=== req_ack_monitor ===
req_ack_monitor, signal wires by layer:
Scale: 1.5 px per um.
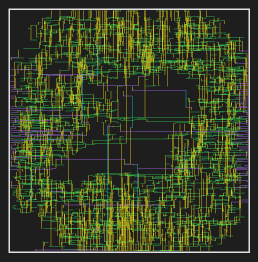
req_ack_monitor, routed clock nets over the placement:
Scale: 3 px per um.
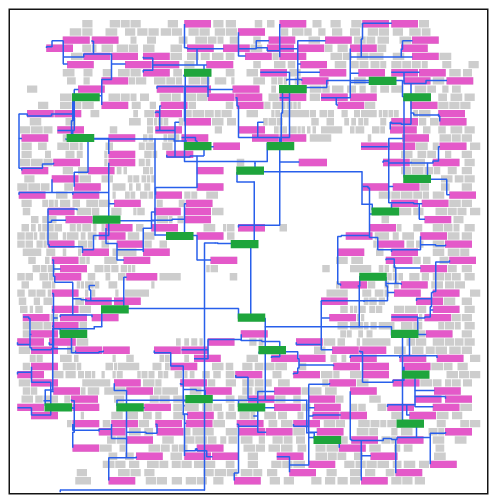
req_ack_monitor, M3 wires:
Scale: 3 px per um.
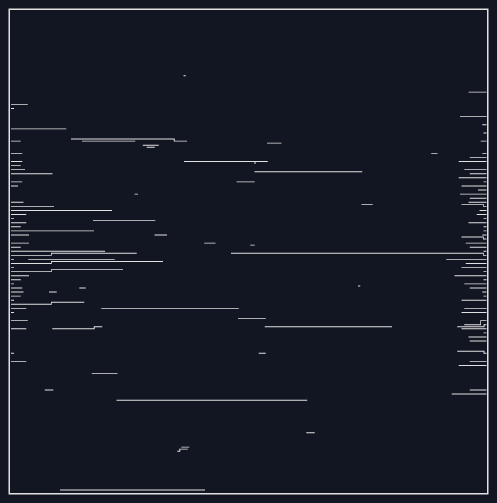
[config.mk]
export PLATFORM = sky130hd
export DESIGN_NAME = req_ack_monitor
export DESIGN_NICKNAME = d
export VERILOG_FILES = /design/src/rtl/req_ack_monitor.sv
export SDC_FILE = /design/constraint.sdc
export NUM_CORES = 1
export LEC_CHECK = 0
export ABC_AREA = 0
export ABC_CLOCK_PERIOD_IN_PS = 2780
export CORE_AREA = 2 2 157 159
export DETAILED_ROUTE_END_ITERATION = 10
export DIE_AREA = 0 0 159 161
export PLACE_DENSITY = 0.79
export SLEW_MARGIN = 5
export SYNTH_ARGS = -nofsm -noshare
export SYNTH_HDL_FRONTEND = slang
export SYNTH_SLANG_ARGS = --single-unit
[constraint.sdc]
create_clock -name clk -period 2.78 [get_ports clk]
set_input_delay 0.556 -clock clk [delete_from_list [all_inputs] [get_ports clk]]
set_output_delay 0.556 -clock clk [all_outputs]
set_load 0.1 [all_outputs]
[src/rtl/req_ack_monitor.sv]
// Per-channel request/acknowledge protocol monitor.
// It measures request-to-ack latency, flags protocol errors and counts completed transactions.
module req_ack_monitor #(
    parameter int CHANNELS    = 4,
    parameter int DATA_WIDTH  = 32,
    parameter int MAX_LATENCY = 15
) (
    input  logic                           clk,
    input  logic                           reset_l,
    input  logic [CHANNELS-1:0]            bus_req,
    input  logic [CHANNELS-1:0]            bus_ack,
    input  logic [CHANNELS*DATA_WIDTH-1:0] bus_data,
    input  logic                           err_clr,
    output logic [CHANNELS-1:0]            done,
    output logic [CHANNELS*8-1:0]          latency,
    output logic [CHANNELS-1:0]            err,
    output logic [CHANNELS*3-1:0]          err_code,
    output logic [15:0]                    txn_count
);

    // state     | meaning
    // ST_IDLE   | no transaction outstanding on the channel
    // ST_WAIT   | request captured, counting cycles until ack or timeout
    typedef enum logic {
        ST_IDLE = 1'b0,
        ST_WAIT = 1'b1
    } state_t;

    localparam logic [7:0] MAX_LAT   = 8'(MAX_LATENCY);
    localparam logic [2:0] CODE_NONE = 3'd0;
    localparam logic [2:0] CODE_SPUR = 3'd1;
    localparam logic [2:0] CODE_OVL  = 3'd2;
    localparam logic [2:0] CODE_TMO  = 3'd3;
    localparam logic [2:0] CODE_CHG  = 3'd4;

    logic [CHANNELS-1:0] done_d;
    logic [15:0]         txn_d;
    logic [15:0]         txn_q;
    logic [4:0]          done_sum;
    logic [16:0]         txn_sum;

    for (genvar ch = 0; ch < CHANNELS; ch++) begin : g_ch
        state_t                state_d, state_q;
        logic [7:0]            cnt_d, cnt_q;
        logic [DATA_WIDTH-1:0] cap_d, cap_q;
        logic [7:0]            lat_d, lat_q;
        logic                  done_ch_d, done_ch_q;
        logic                  err_d, err_q;
        logic [2:0]            code_d, code_q;
        logic [2:0]            det_code;
        logic                  req;
        logic                  ack;
        logic [DATA_WIDTH-1:0] data;

        assign req  = bus_req[ch];
        assign ack  = bus_ack[ch];
        assign data = bus_data[ch*DATA_WIDTH +: DATA_WIDTH];

        always_comb begin
            state_d   = state_q;
            cnt_d     = cnt_q;
            cap_d     = cap_q;
            lat_d     = lat_q;
            done_ch_d = 1'b0;
            det_code  = CODE_NONE;

            case (state_q)
                ST_IDLE: begin
                    if (ack) begin
                        det_code = CODE_SPUR;
                    end
                    if (req) begin
                        cap_d   = data;
                        cnt_d   = 8'd1;
                        state_d = ST_WAIT;
                    end
                end
                ST_WAIT: begin
                    // Codes are tested lowest first so simultaneous errors record the lowest.
                    if (req && !ack) begin
                        det_code = CODE_OVL;
                    end else if (!ack && cnt_q >= MAX_LAT) begin
                        det_code = CODE_TMO;
                    end else if (data != cap_q) begin
                        det_code = CODE_CHG;
                    end

                    if (ack) begin
                        done_ch_d = 1'b1;
                        lat_d     = cnt_q;
                        state_d   = ST_IDLE;
                        if (req) begin
                            cap_d   = data;
                            cnt_d   = 8'd1;
                            state_d = ST_WAIT;
                        end
                    end else if (cnt_q >= MAX_LAT) begin
                        cnt_d   = 8'd0;
                        state_d = ST_IDLE;
                    end else begin
                        cnt_d = cnt_q + 8'd1;
                    end
                end
                default: begin
                    state_d = ST_IDLE;
                end
            endcase

            err_d  = err_q;
            code_d = code_q;
            if (err_clr) begin
                err_d  = 1'b0;
                code_d = CODE_NONE;
            end else if (!err_q && det_code != CODE_NONE) begin
                err_d  = 1'b1;
                code_d = det_code;
            end
        end

        always_ff @(posedge clk or negedge reset_l) begin
            if (!reset_l) begin
                state_q   <= ST_IDLE;
                cnt_q     <= '0;
                cap_q     <= '0;
                lat_q     <= '0;
                done_ch_q <= 1'b0;
                err_q     <= 1'b0;
                code_q    <= CODE_NONE;
            end else begin
                state_q   <= state_d;
                cnt_q     <= cnt_d;
                cap_q     <= cap_d;
                lat_q     <= lat_d;
                done_ch_q <= done_ch_d;
                err_q     <= err_d;
                code_q    <= code_d;
            end
        end

        assign done_d[ch]               = done_ch_d;
        assign done[ch]                 = done_ch_q;
        assign latency[ch*8 +: 8]       = lat_q;
        assign err[ch]                  = err_q;
        assign err_code[ch*3 +: 3]      = code_q;
    end

    // Count from the next-cycle done vector so txn_count moves together with the done pulses.
    always_comb begin
        done_sum = '0;
        for (int i = 0; i < CHANNELS; i++) begin
            done_sum = done_sum + 5'(done_d[i]);
        end
        txn_sum = {1'b0, txn_q} + 17'(done_sum);
        txn_d   = txn_sum[16] ? 16'hFFFF : txn_sum[15:0];
    end

    always_ff @(posedge clk or negedge reset_l) begin
        if (!reset_l) begin
            txn_q <= '0;
        end else begin
            txn_q <= txn_d;
        end
    end

    assign txn_count = txn_q;

endmodule

==> flow.log <==
[report] extracting results
[metrics] result of the run: completed
[metrics] number of buffers inserted to repair setup after CTS: 0
[metrics] register bit count reported by yosys: about 230
[metrics] Multi-In Gates: roughly 560
[metrics] Worst Path Class, Setup: register to register
[metrics] top power consumer group: sequential cells
[metrics] largest driver fanout on the critical path: 3
[metrics] Final Critical Period: 2.64 ns
[metrics] hold path startpoint: g_ch[0].lat_q[7]$_DFFE_PN0P_
[metrics] buffer share of cell area: 15.4%
[metrics] Synth Area in Compound Gates: 5.27%
[metrics] pin count of the biggest net entering global routing: ~80
[metrics] Final nets: 1207
[metrics] area of the multi-input gates: roughly 4700 um^2
[metrics] Avg Synthesized Cell Area: ~13 um^2
[metrics] DR vias/cell: around 5.0
[metrics] total of plain and repair buffers excluding clock buffers: about 230
[metrics] Comb pwr share: a little over a quarter
[metrics] gate family responsible for the most delay along the worst path: adder cells
[metrics] total power density per cell area: ~730 nW/um^2
[metrics] Hold WS: roughly 0.50 ns
[metrics] number of buffers added by the clock tree synthesis step: 27
[metrics] EDFF count, synth: 0
[metrics] Worst Setup Start Kind: register
[metrics] via count of the first global-routing pass: 7326
[metrics] internal power component: 6.80 mW
[metrics] main area contributors: dfrtp_1 (55%), mux2_2 (17%), xor2_1 (11%)
[metrics] global placement routability congestion: about 0.80
[metrics] flip-flop count of the largest register after layout: roughly 130
[metrics] share of cell area taken by multi-input logic gates: between 30% and 40%
[metrics] number of flip-flops and latches: ~230
[metrics] slowest cell delay on critical path: between 0.5 and 0.6 ns
[metrics] Ant. Diodes: 0
[metrics] Horiz. Die Dim: between 150 and 200 um
## Picture notes: 'signal wires by layer' of req_ack_monitor
Key: green = met1 [wire length 9960 um]; cyan = met4 [wire length 240 um]; yellow = met2 [wire length 10800 um]; purple = met3 [wire length 1220 um]
average routed wire per standard cell: 15.9 um
number of vias in the routed layout: 7047
total wire length after detailed routing: 22.3 mm
Tot GR Track Use: 17.5%

## Picture notes: 'routed clock nets over the placement' of req_ack_monitor
Key: magenta = flip-flops [count 232]; blue = clock wires [length 2950 um]; green = cells driving clock nets [count 27]
There are 28 routed clock nets. Position of the flops: spread over the die.
worst setup skew after layout: 0.00885 ns
clock latency on the worst-skew pair: 0.52 ns

## Picture notes: 'M3 wires' of req_ack_monitor
The layer holds 5.5% of the routed length. 111 nets have wire on it. The longest straight run is 84.0 um. The layer carries 1220 um of wire. The wires run mostly horizontal.
Global Route met3 Usage: 4.01%


=== ps2_controles_jogadores_flat ===
File: src/rtl/ps2_controles_jogadores_pkg.sv
// Shared constants for the PS/2 arcade-control receiver: FSM states, scan codes and key map.
package ps2_pkg;

  localparam int unsigned MAX_JOGADORES = 4;

  localparam logic [1:0] OCIOSO   = 2'd0;
  localparam logic [1:0] DADOS    = 2'd1;
  localparam logic [1:0] PARIDADE = 2'd2;
  localparam logic [1:0] PARADA   = 2'd3;

  localparam logic [7:0] COD_LIBERAR   = 8'hF0;
  localparam logic [7:0] COD_ESTENDIDO = 8'hE0;
  localparam logic [7:0] COD_PAUSA     = 8'hE1;
  localparam logic [7:0] COD_OVF_ZERO  = 8'h00;
  localparam logic [7:0] COD_OVF_UM    = 8'hFF;

  typedef struct packed {
    logic       estendido;
    logic [7:0] codigo;
  } tecla_t;

  localparam tecla_t TECLA_A     = 9'h01C;
  localparam tecla_t TECLA_Z     = 9'h01A;
  localparam tecla_t TECLA_ESC   = 9'h076;
  localparam tecla_t TECLA_K     = 9'h042;
  localparam tecla_t TECLA_M     = 9'h03A;
  localparam tecla_t TECLA_F1    = 9'h005;
  localparam tecla_t TECLA_T     = 9'h02C;
  localparam tecla_t TECLA_G     = 9'h034;
  localparam tecla_t TECLA_F2    = 9'h006;
  localparam tecla_t TECLA_CIMA  = 9'h175;
  localparam tecla_t TECLA_BAIXO = 9'h172;
  localparam tecla_t TECLA_F3    = 9'h004;

  // Indexed by player: element 0 is player 0.
  localparam tecla_t [MAX_JOGADORES-1:0] TECLAS_SOBE   = {TECLA_CIMA, TECLA_T, TECLA_K, TECLA_A};
  localparam tecla_t [MAX_JOGADORES-1:0] TECLAS_DESCE  = {TECLA_BAIXO, TECLA_G, TECLA_M, TECLA_Z};
  localparam tecla_t [MAX_JOGADORES-1:0] TECLAS_INICIA = {TECLA_F3, TECLA_F2, TECLA_F1, TECLA_ESC};

  function automatic logic tecla_casa(input tecla_t t, input logic est, input logic [7:0] c);
    return (t.estendido == est) && (t.codigo == c);
  endfunction

endpackage

File: src/rtl/ps2_controles_jogadores_if.sv
// PS/2 pins plus decoded control outputs; master is the receiver, slave the game core.
interface ps2_controles_jogadores_if #(
  parameter int unsigned NUM_JOGADORES = 2
);
  logic                     ps2relogio;
  logic                     ps2dados;
  logic [NUM_JOGADORES-1:0] sobe;
  logic [NUM_JOGADORES-1:0] desce;
  logic [NUM_JOGADORES-1:0] inicia;
  logic [7:0]               codigo;
  logic                     codigo_valido;
  logic                     erro_paridade;
  logic                     erro_quadro;

  modport master (
    input  ps2relogio, ps2dados,
    output sobe, desce, inicia, codigo, codigo_valido, erro_paridade, erro_quadro
  );

  modport slave (
    output ps2relogio, ps2dados,
    input  sobe, desce, inicia, codigo, codigo_valido, erro_paridade, erro_quadro
  );
endinterface

File: src/rtl/ps2_controles_jogadores_receptor.sv
// PS/2 frame receiver: pin synchroniser, start/data/parity/stop FSM and inter-edge timeout.
module ps2_receptor
  import ps2_pkg::*;
#(
  parameter int unsigned TIMEOUT_CICLOS  = 16380,
  parameter int unsigned LARGURA_TIMEOUT = 15
) (
  input  logic       relogio50,
  input  logic       inicializa,
  input  logic       ps2relogio,
  input  logic       ps2dados,
  output logic [7:0] codigo,
  output logic       codigo_valido,
  output logic       erro_paridade,
  output logic       erro_quadro
);
  localparam logic [LARGURA_TIMEOUT-1:0] TIMEOUT_LIM = LARGURA_TIMEOUT'(TIMEOUT_CICLOS);
  localparam logic [LARGURA_TIMEOUT-1:0] CONT_MAX    = '1;

  logic [1:0] clk_sinc_q, dat_sinc_q;
  logic       clk_ant_q;
  logic       amostra, dado;

  logic [1:0]                 estado_q, estado_d;
  logic [2:0]                 cont_bits_q, cont_bits_d;
  logic [7:0]                 dados_q, dados_d;
  logic                       paridade_q, paridade_d;
  logic [7:0]                 codigo_q, codigo_d;
  logic                       valido_q, valido_d;
  logic                       erro_par_q, erro_par_d;
  logic                       erro_quad_q, erro_quad_d;
  logic [LARGURA_TIMEOUT-1:0] cont_q, cont_d;

  assign dado    = dat_sinc_q[1];
  assign amostra = clk_ant_q & ~clk_sinc_q[1];

  // Synchronisers reset to the idle-high line level so reset release never fakes an edge.
  always_ff @(posedge relogio50 or posedge inicializa) begin
    if (inicializa) begin
      clk_sinc_q <= 2'b11;
      dat_sinc_q <= 2'b11;
      clk_ant_q  <= 1'b1;
    end else begin
      clk_sinc_q <= {clk_sinc_q[0], ps2relogio};
      dat_sinc_q <= {dat_sinc_q[0], ps2dados};
      clk_ant_q  <= clk_sinc_q[1];
    end
  end

  always_comb begin
    estado_d    = estado_q;
    cont_bits_d = cont_bits_q;
    dados_d     = dados_q;
    paridade_d  = paridade_q;
    codigo_d    = codigo_q;
    valido_d    = 1'b0;
    erro_par_d  = 1'b0;
    erro_quad_d = 1'b0;

    if (amostra) begin
      cont_d = '0;
    end else if (cont_q != CONT_MAX) begin
      cont_d = cont_q + 1'b1;
    end else begin
      cont_d = cont_q;
    end

    // An edge in the same cycle as the timeout wins.
    if (amostra) begin
      case (estado_q)
        OCIOSO: begin
          if (!dado) begin
            estado_d    = DADOS;
            cont_bits_d = 3'd0;
          end
        end
        DADOS: begin
          dados_d     = {dado, dados_q[7:1]};
          cont_bits_d = cont_bits_q + 3'd1;
          if (cont_bits_q == 3'd7) estado_d = PARIDADE;
        end
        PARIDADE: begin
          paridade_d = dado;
          estado_d   = PARADA;
        end
        default: begin
          if (dado && (^{dados_q, paridade_q})) begin
            codigo_d = dados_q;
            valido_d = 1'b1;
          end else begin
            erro_par_d = 1'b1;
          end
          estado_d = OCIOSO;
        end
      endcase
    end else if ((cont_q == TIMEOUT_LIM) && (estado_q != OCIOSO)) begin
      erro_quad_d = 1'b1;
      estado_d    = OCIOSO;
    end
  end

  always_ff @(posedge relogio50 or posedge inicializa) begin
    if (inicializa) begin
      estado_q    <= OCIOSO;
      cont_bits_q <= 3'd0;
      dados_q     <= 8'h00;
      paridade_q  <= 1'b0;
      codigo_q    <= 8'h00;
      valido_q    <= 1'b0;
      erro_par_q  <= 1'b0;
      erro_quad_q <= 1'b0;
      cont_q      <= '0;
    end else begin
      estado_q    <= estado_d;
      cont_bits_q <= cont_bits_d;
      dados_q     <= dados_d;
      paridade_q  <= paridade_d;
      codigo_q    <= codigo_d;
      valido_q    <= valido_d;
      erro_par_q  <= erro_par_d;
      erro_quad_q <= erro_quad_d;
      cont_q      <= cont_d;
    end
  end

  assign codigo        = codigo_q;
  assign codigo_valido = valido_q;
  assign erro_paridade = erro_par_q;
  assign erro_quadro   = erro_quad_q;

endmodule

File: src/rtl/ps2_controles_jogadores.sv
// PS/2 keyboard to arcade controls: prefix tracking and per-player up/down/start decode.
module ps2_controles_jogadores
  import ps2_pkg::*;
#(
  parameter int unsigned NUM_JOGADORES   = 2,
  parameter int unsigned TIMEOUT_CICLOS  = 16380,
  parameter int unsigned LARGURA_TIMEOUT = 15
) (
  input logic                       relogio50,
  input logic                       inicializa,
  ps2_controles_jogadores_if.master bus
);
  logic [7:0]               codigo;
  logic                     codigo_valido;
  logic                     liberar_q, estendido_q;
  logic                     eh_liberar, eh_estendido, eh_ignorado, eh_overflow;
  logic                     tecla_valida, limpa_tudo;
  logic [NUM_JOGADORES-1:0] sobe_v, desce_v, inicia_v;

  ps2_receptor #(
    .TIMEOUT_CICLOS  (TIMEOUT_CICLOS),
    .LARGURA_TIMEOUT (LARGURA_TIMEOUT)
  ) u_receptor (
    .relogio50     (relogio50),
    .inicializa    (inicializa),
    .ps2relogio    (bus.ps2relogio),
    .ps2dados      (bus.ps2dados),
    .codigo        (codigo),
    .codigo_valido (codigo_valido),
    .erro_paridade (bus.erro_paridade),
    .erro_quadro   (bus.erro_quadro)
  );

  assign eh_liberar   = (codigo == COD_LIBERAR);
  assign eh_estendido = (codigo == COD_ESTENDIDO);
  assign eh_ignorado  = (codigo == COD_PAUSA);
  assign eh_overflow  = (codigo == COD_OVF_ZERO) || (codigo == COD_OVF_UM);
  assign limpa_tudo   = codigo_valido & eh_overflow;
  assign tecla_valida = codigo_valido & ~eh_liberar & ~eh_estendido & ~eh_ignorado & ~eh_overflow;

  always_ff @(posedge relogio50 or posedge inicializa) begin
    if (inicializa) begin
      liberar_q   <= 1'b0;
      estendido_q <= 1'b0;
    end else if (codigo_valido) begin
      if (eh_liberar) begin
        liberar_q <= 1'b1;
      end else if (eh_estendido) begin
        estendido_q <= 1'b1;
      end else if (!eh_ignorado) begin
        liberar_q   <= 1'b0;
        estendido_q <= 1'b0;
      end
    end
  end

  for (genvar i = 0; i < NUM_JOGADORES; i++) begin : g_jogador
    logic sobe_q, desce_q, inicia_q, held_q;
    logic casa_sobe, casa_desce, casa_inicia;

    assign casa_sobe   = tecla_casa(TECLAS_SOBE[i], estendido_q, codigo);
    assign casa_desce  = tecla_casa(TECLAS_DESCE[i], estendido_q, codigo);
    assign casa_inicia = tecla_casa(TECLAS_INICIA[i], estendido_q, codigo);

    always_ff @(posedge relogio50 or posedge inicializa) begin
      if (inicializa) begin
        sobe_q   <= 1'b0;
        desce_q  <= 1'b0;
        inicia_q <= 1'b0;
        held_q   <= 1'b0;
      end else begin
        inicia_q <= 1'b0;
        if (limpa_tudo) begin
          sobe_q  <= 1'b0;
          desce_q <= 1'b0;
          held_q  <= 1'b0;
        end else if (tecla_valida) begin
          // Last direction pressed wins; a release only drops its own direction.
          if (casa_sobe) begin
            sobe_q <= ~liberar_q;
            if (!liberar_q) desce_q <= 1'b0;
          end
          if (casa_desce) begin
            desce_q <= ~liberar_q;
            if (!liberar_q) sobe_q <= 1'b0;
          end
          if (casa_inicia) begin
            if (liberar_q) begin
              held_q <= 1'b0;
            end else if (!held_q) begin
              inicia_q <= 1'b1;
              held_q   <= 1'b1;
            end
          end
        end
      end
    end

    assign sobe_v[i]   = sobe_q;
    assign desce_v[i]  = desce_q;
    assign inicia_v[i] = inicia_q;
  end

  assign bus.sobe          = sobe_v;
  assign bus.desce         = desce_v;
  assign bus.inicia        = inicia_v;
  assign bus.codigo        = codigo;
  assign bus.codigo_valido = codigo_valido;

endmodule

File: src/flat_wrapper.sv
// flat-port wrapper written by rule: the top's interface ports become plain ports
module ps2_controles_jogadores_flat import ps2_pkg::*;
#(
  parameter int unsigned NUM_JOGADORES   = 2,
  parameter int unsigned TIMEOUT_CICLOS  = 16380,
  parameter int unsigned LARGURA_TIMEOUT = 15
)
  (relogio50, inicializa, bus_ps2relogio, bus_ps2dados, bus_sobe, bus_desce, bus_inicia, bus_codigo, bus_codigo_valido, bus_erro_paridade, bus_erro_quadro);
  ps2_controles_jogadores_if #(.NUM_JOGADORES(NUM_JOGADORES)) bus_i ();
  input logic relogio50;
  input logic inicializa;
  input wire logic [$bits(bus_i.ps2relogio)-1:0] bus_ps2relogio;
  input wire logic [$bits(bus_i.ps2dados)-1:0] bus_ps2dados;
  output wire logic [$bits(bus_i.sobe)-1:0] bus_sobe;
  output wire logic [$bits(bus_i.desce)-1:0] bus_desce;
  output wire logic [$bits(bus_i.inicia)-1:0] bus_inicia;
  output wire logic [$bits(bus_i.codigo)-1:0] bus_codigo;
  output wire logic [$bits(bus_i.codigo_valido)-1:0] bus_codigo_valido;
  output wire logic [$bits(bus_i.erro_paridade)-1:0] bus_erro_paridade;
  output wire logic [$bits(bus_i.erro_quadro)-1:0] bus_erro_quadro;
  assign bus_i.ps2relogio = bus_ps2relogio;
  assign bus_i.ps2dados = bus_ps2dados;
  assign bus_sobe = bus_i.sobe;
  assign bus_desce = bus_i.desce;
  assign bus_inicia = bus_i.inicia;
  assign bus_codigo = bus_i.codigo;
  assign bus_codigo_valido = bus_i.codigo_valido;
  assign bus_erro_paridade = bus_i.erro_paridade;
  assign bus_erro_quadro = bus_i.erro_quadro;
  ps2_controles_jogadores #(.NUM_JOGADORES(NUM_JOGADORES), .TIMEOUT_CICLOS(TIMEOUT_CICLOS), .LARGURA_TIMEOUT(LARGURA_TIMEOUT)) u_core (.relogio50(relogio50), .inicializa(inicializa), .bus(bus_i));
endmodule
File: config.mk
export PLATFORM = sky130hd
export DESIGN_NAME = ps2_controles_jogadores_flat
export DESIGN_NICKNAME = d
export VERILOG_FILES = /design/src/rtl/ps2_controles_jogadores_pkg.sv /design/src/rtl/ps2_controles_jogadores_if.sv /design/src/rtl/ps2_controles_jogadores_receptor.sv /design/src/rtl/ps2_controles_jogadores.sv /design/src/flat_wrapper.sv
export SDC_FILE = /design/constraint.sdc
export NUM_CORES = 1
export LEC_CHECK = 0
export CORE_ASPECT_RATIO = 2
export CORE_MARGIN = 3
export CORE_UTILIZATION = 62
export DETAILED_ROUTE_END_ITERATION = 10
export GPL_TIMING_DRIVEN = 0
export PLACE_DENSITY = 0.81
export SLEW_MARGIN = 10
export SYNTH_ARGS = -nofsm -noshare
export SYNTH_HDL_FRONTEND = slang
export SYNTH_SLANG_ARGS = --single-unit
File: constraint.sdc
create_clock -name relogio50 -period 3.48 [get_ports relogio50]
set_clock_uncertainty 0.2 [all_clocks]
set_input_delay 0.348 -clock relogio50 [delete_from_list [all_inputs] [get_ports relogio50]]
set_output_delay 0.348 -clock relogio50 [all_outputs]
set_load 0.05 [all_outputs]
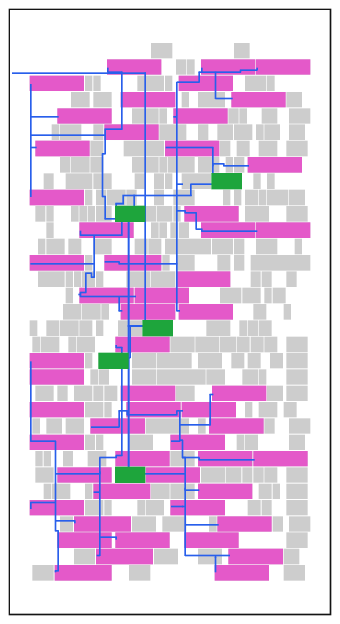
ps2_controles_jogadores_flat: routed clock nets over the placement
Scale: 6 px per um.
Key: blue = clock wires [length 591 um]; green = cells driving clock nets [count 5]; magenta = flip-flops [count 55]
Position of the flops: spread over the die.
reported clock group power: 0.353 mW
Clock power frac: 20.4%

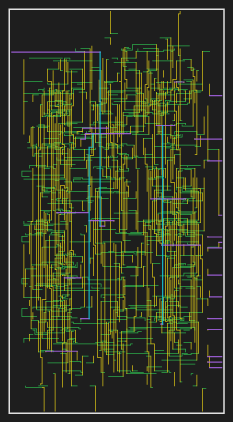
ps2_controles_jogadores_flat: signal wires by layer
Scale: 4 px per um.
Key: purple = met3 [wire length 142 um]; yellow = met2 [wire length 3270 um]; green = met1 [wire length 1980 um]; cyan = met4 [wire length 140 um]
average routed wire per standard cell: 16.4 um
number of vias in the routed layout: 2011
Tot GR Track Use: 23.4%
total wire length after detailed routing: 5.52 mm

==> flow.log <==
[report] extracting results
[metrics] Remaining DRCs: 0
[metrics] proportion of synthesized chip area in sequential cells: approximately 50%
[metrics] met2 wire length: about 3.3 mm
[metrics] Cells after DPL: ~330
[metrics] data arrival time at the worst-slack endpoint: between 1.5 and 2 ns
[metrics] Multi-In Gates: ~170
[metrics] internal power component: roughly 1.2 mW
[metrics] number of buffers added by the clock tree synthesis step: 5
[metrics] top power consumer group: sequential cells
[metrics] total of plain and repair buffers excluding clock buffers: 35
[metrics] grt met1 use: 23.8%
[metrics] worst setup path end: bus_codigo[2]
[metrics] share of async-settable or async-resettable flops after synthesis: 100%
[metrics] sequential fraction of total cell area: 43.9%
[metrics] global placement routability congestion: roughly 0.78
[metrics] uppermost routed layer: met4
[metrics] pre-placement core utilization: around 66%
[metrics] post-cts sizing count: 0
[metrics] crit path setup slack, layout: about 1.2 ns
[metrics] synthesized chip area reported by yosys: 2780 um^2
[metrics] result of the run: completed
[metrics] register bit count reported by yosys: approximately 55
[metrics] tapcell count: around 52
[metrics] total power density per cell area: roughly 550 nW/um^2
[metrics] number of flip-flops and latches: approximately 55
[metrics] total of clock buffers placed in the layout: 7
[metrics] main area contributors: dfrtp_1 (45%), mux2_2 (7.3%), dfstp_2 (4.7%)
[metrics] total negative slack for setup checks: 0 ns
[metrics] clock network area share: 2.90%
[metrics] maximum resistive drop on vdd: about 0.66 mV
[metrics] Critical-path top delay cell: clkdlybuf4s50_1
[metrics] via count of the first global-routing pass: 2048
[metrics] number of buffer and inverter instances along the worst setup path: 1
[metrics] total global routing overflow: 0
[metrics] HPWL reported at the end of detailed placement: between 4 and 5 mm
[metrics] H-tree level count: 2
[metrics] Sw Ratio: between 30 and 40%
[metrics] number of port buffers: 20
[metrics] Ant. Diodes: 0
[metrics] largest driver fanout on the critical path: 9
[metrics] root buf cell: clkbuf_8
[metrics] register with the most flip-flops: u_core.u_receptor.cont_q
[metrics] Post-Syn Instances: between 200 and 300
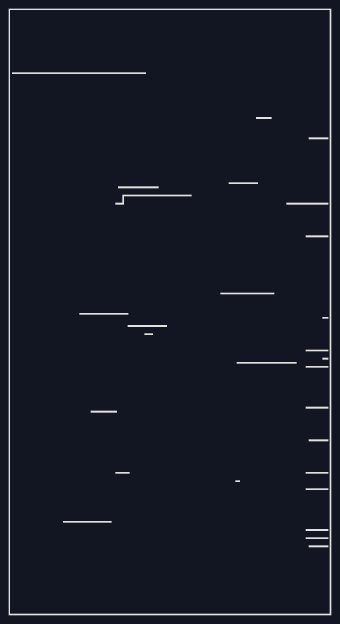
ps2_controles_jogadores_flat: M3 wires
Scale: 6 px per um.
24 nets have wire on it. The wires run mostly horizontal.



## Gallery

Selected gate families.
(a)
Scale: 4 px per um.
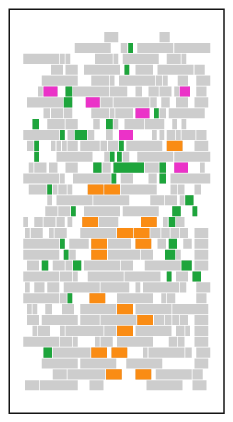
(b)
Scale: 1.5 px per um.
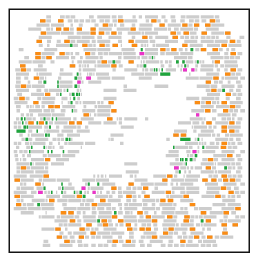
| from | picture |
|---|---|
| ps2_controles_jogadores_flat | (a) |
| req_ack_monitor | (b) |
Of these, most cells: (b)
Of these, largest die: (b)


==> layout pictures side by side <==
Clock wiring as the flow saved it.
picture 1
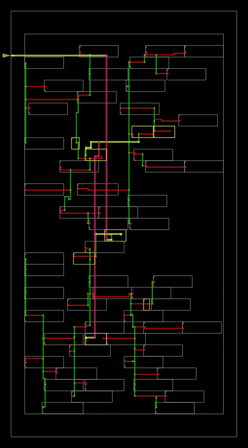
picture 2
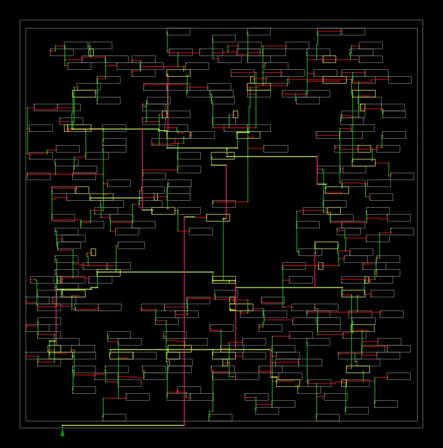
The one with the most sequential cells is picture 2.
The one with the most clock buffers is picture 2.
| picture | from |
|---|---|
| picture 1 | ps2_controles_jogadores_flat |
| picture 2 | req_ack_monitor |

Power is estimated from default activity; no workload was simulated.
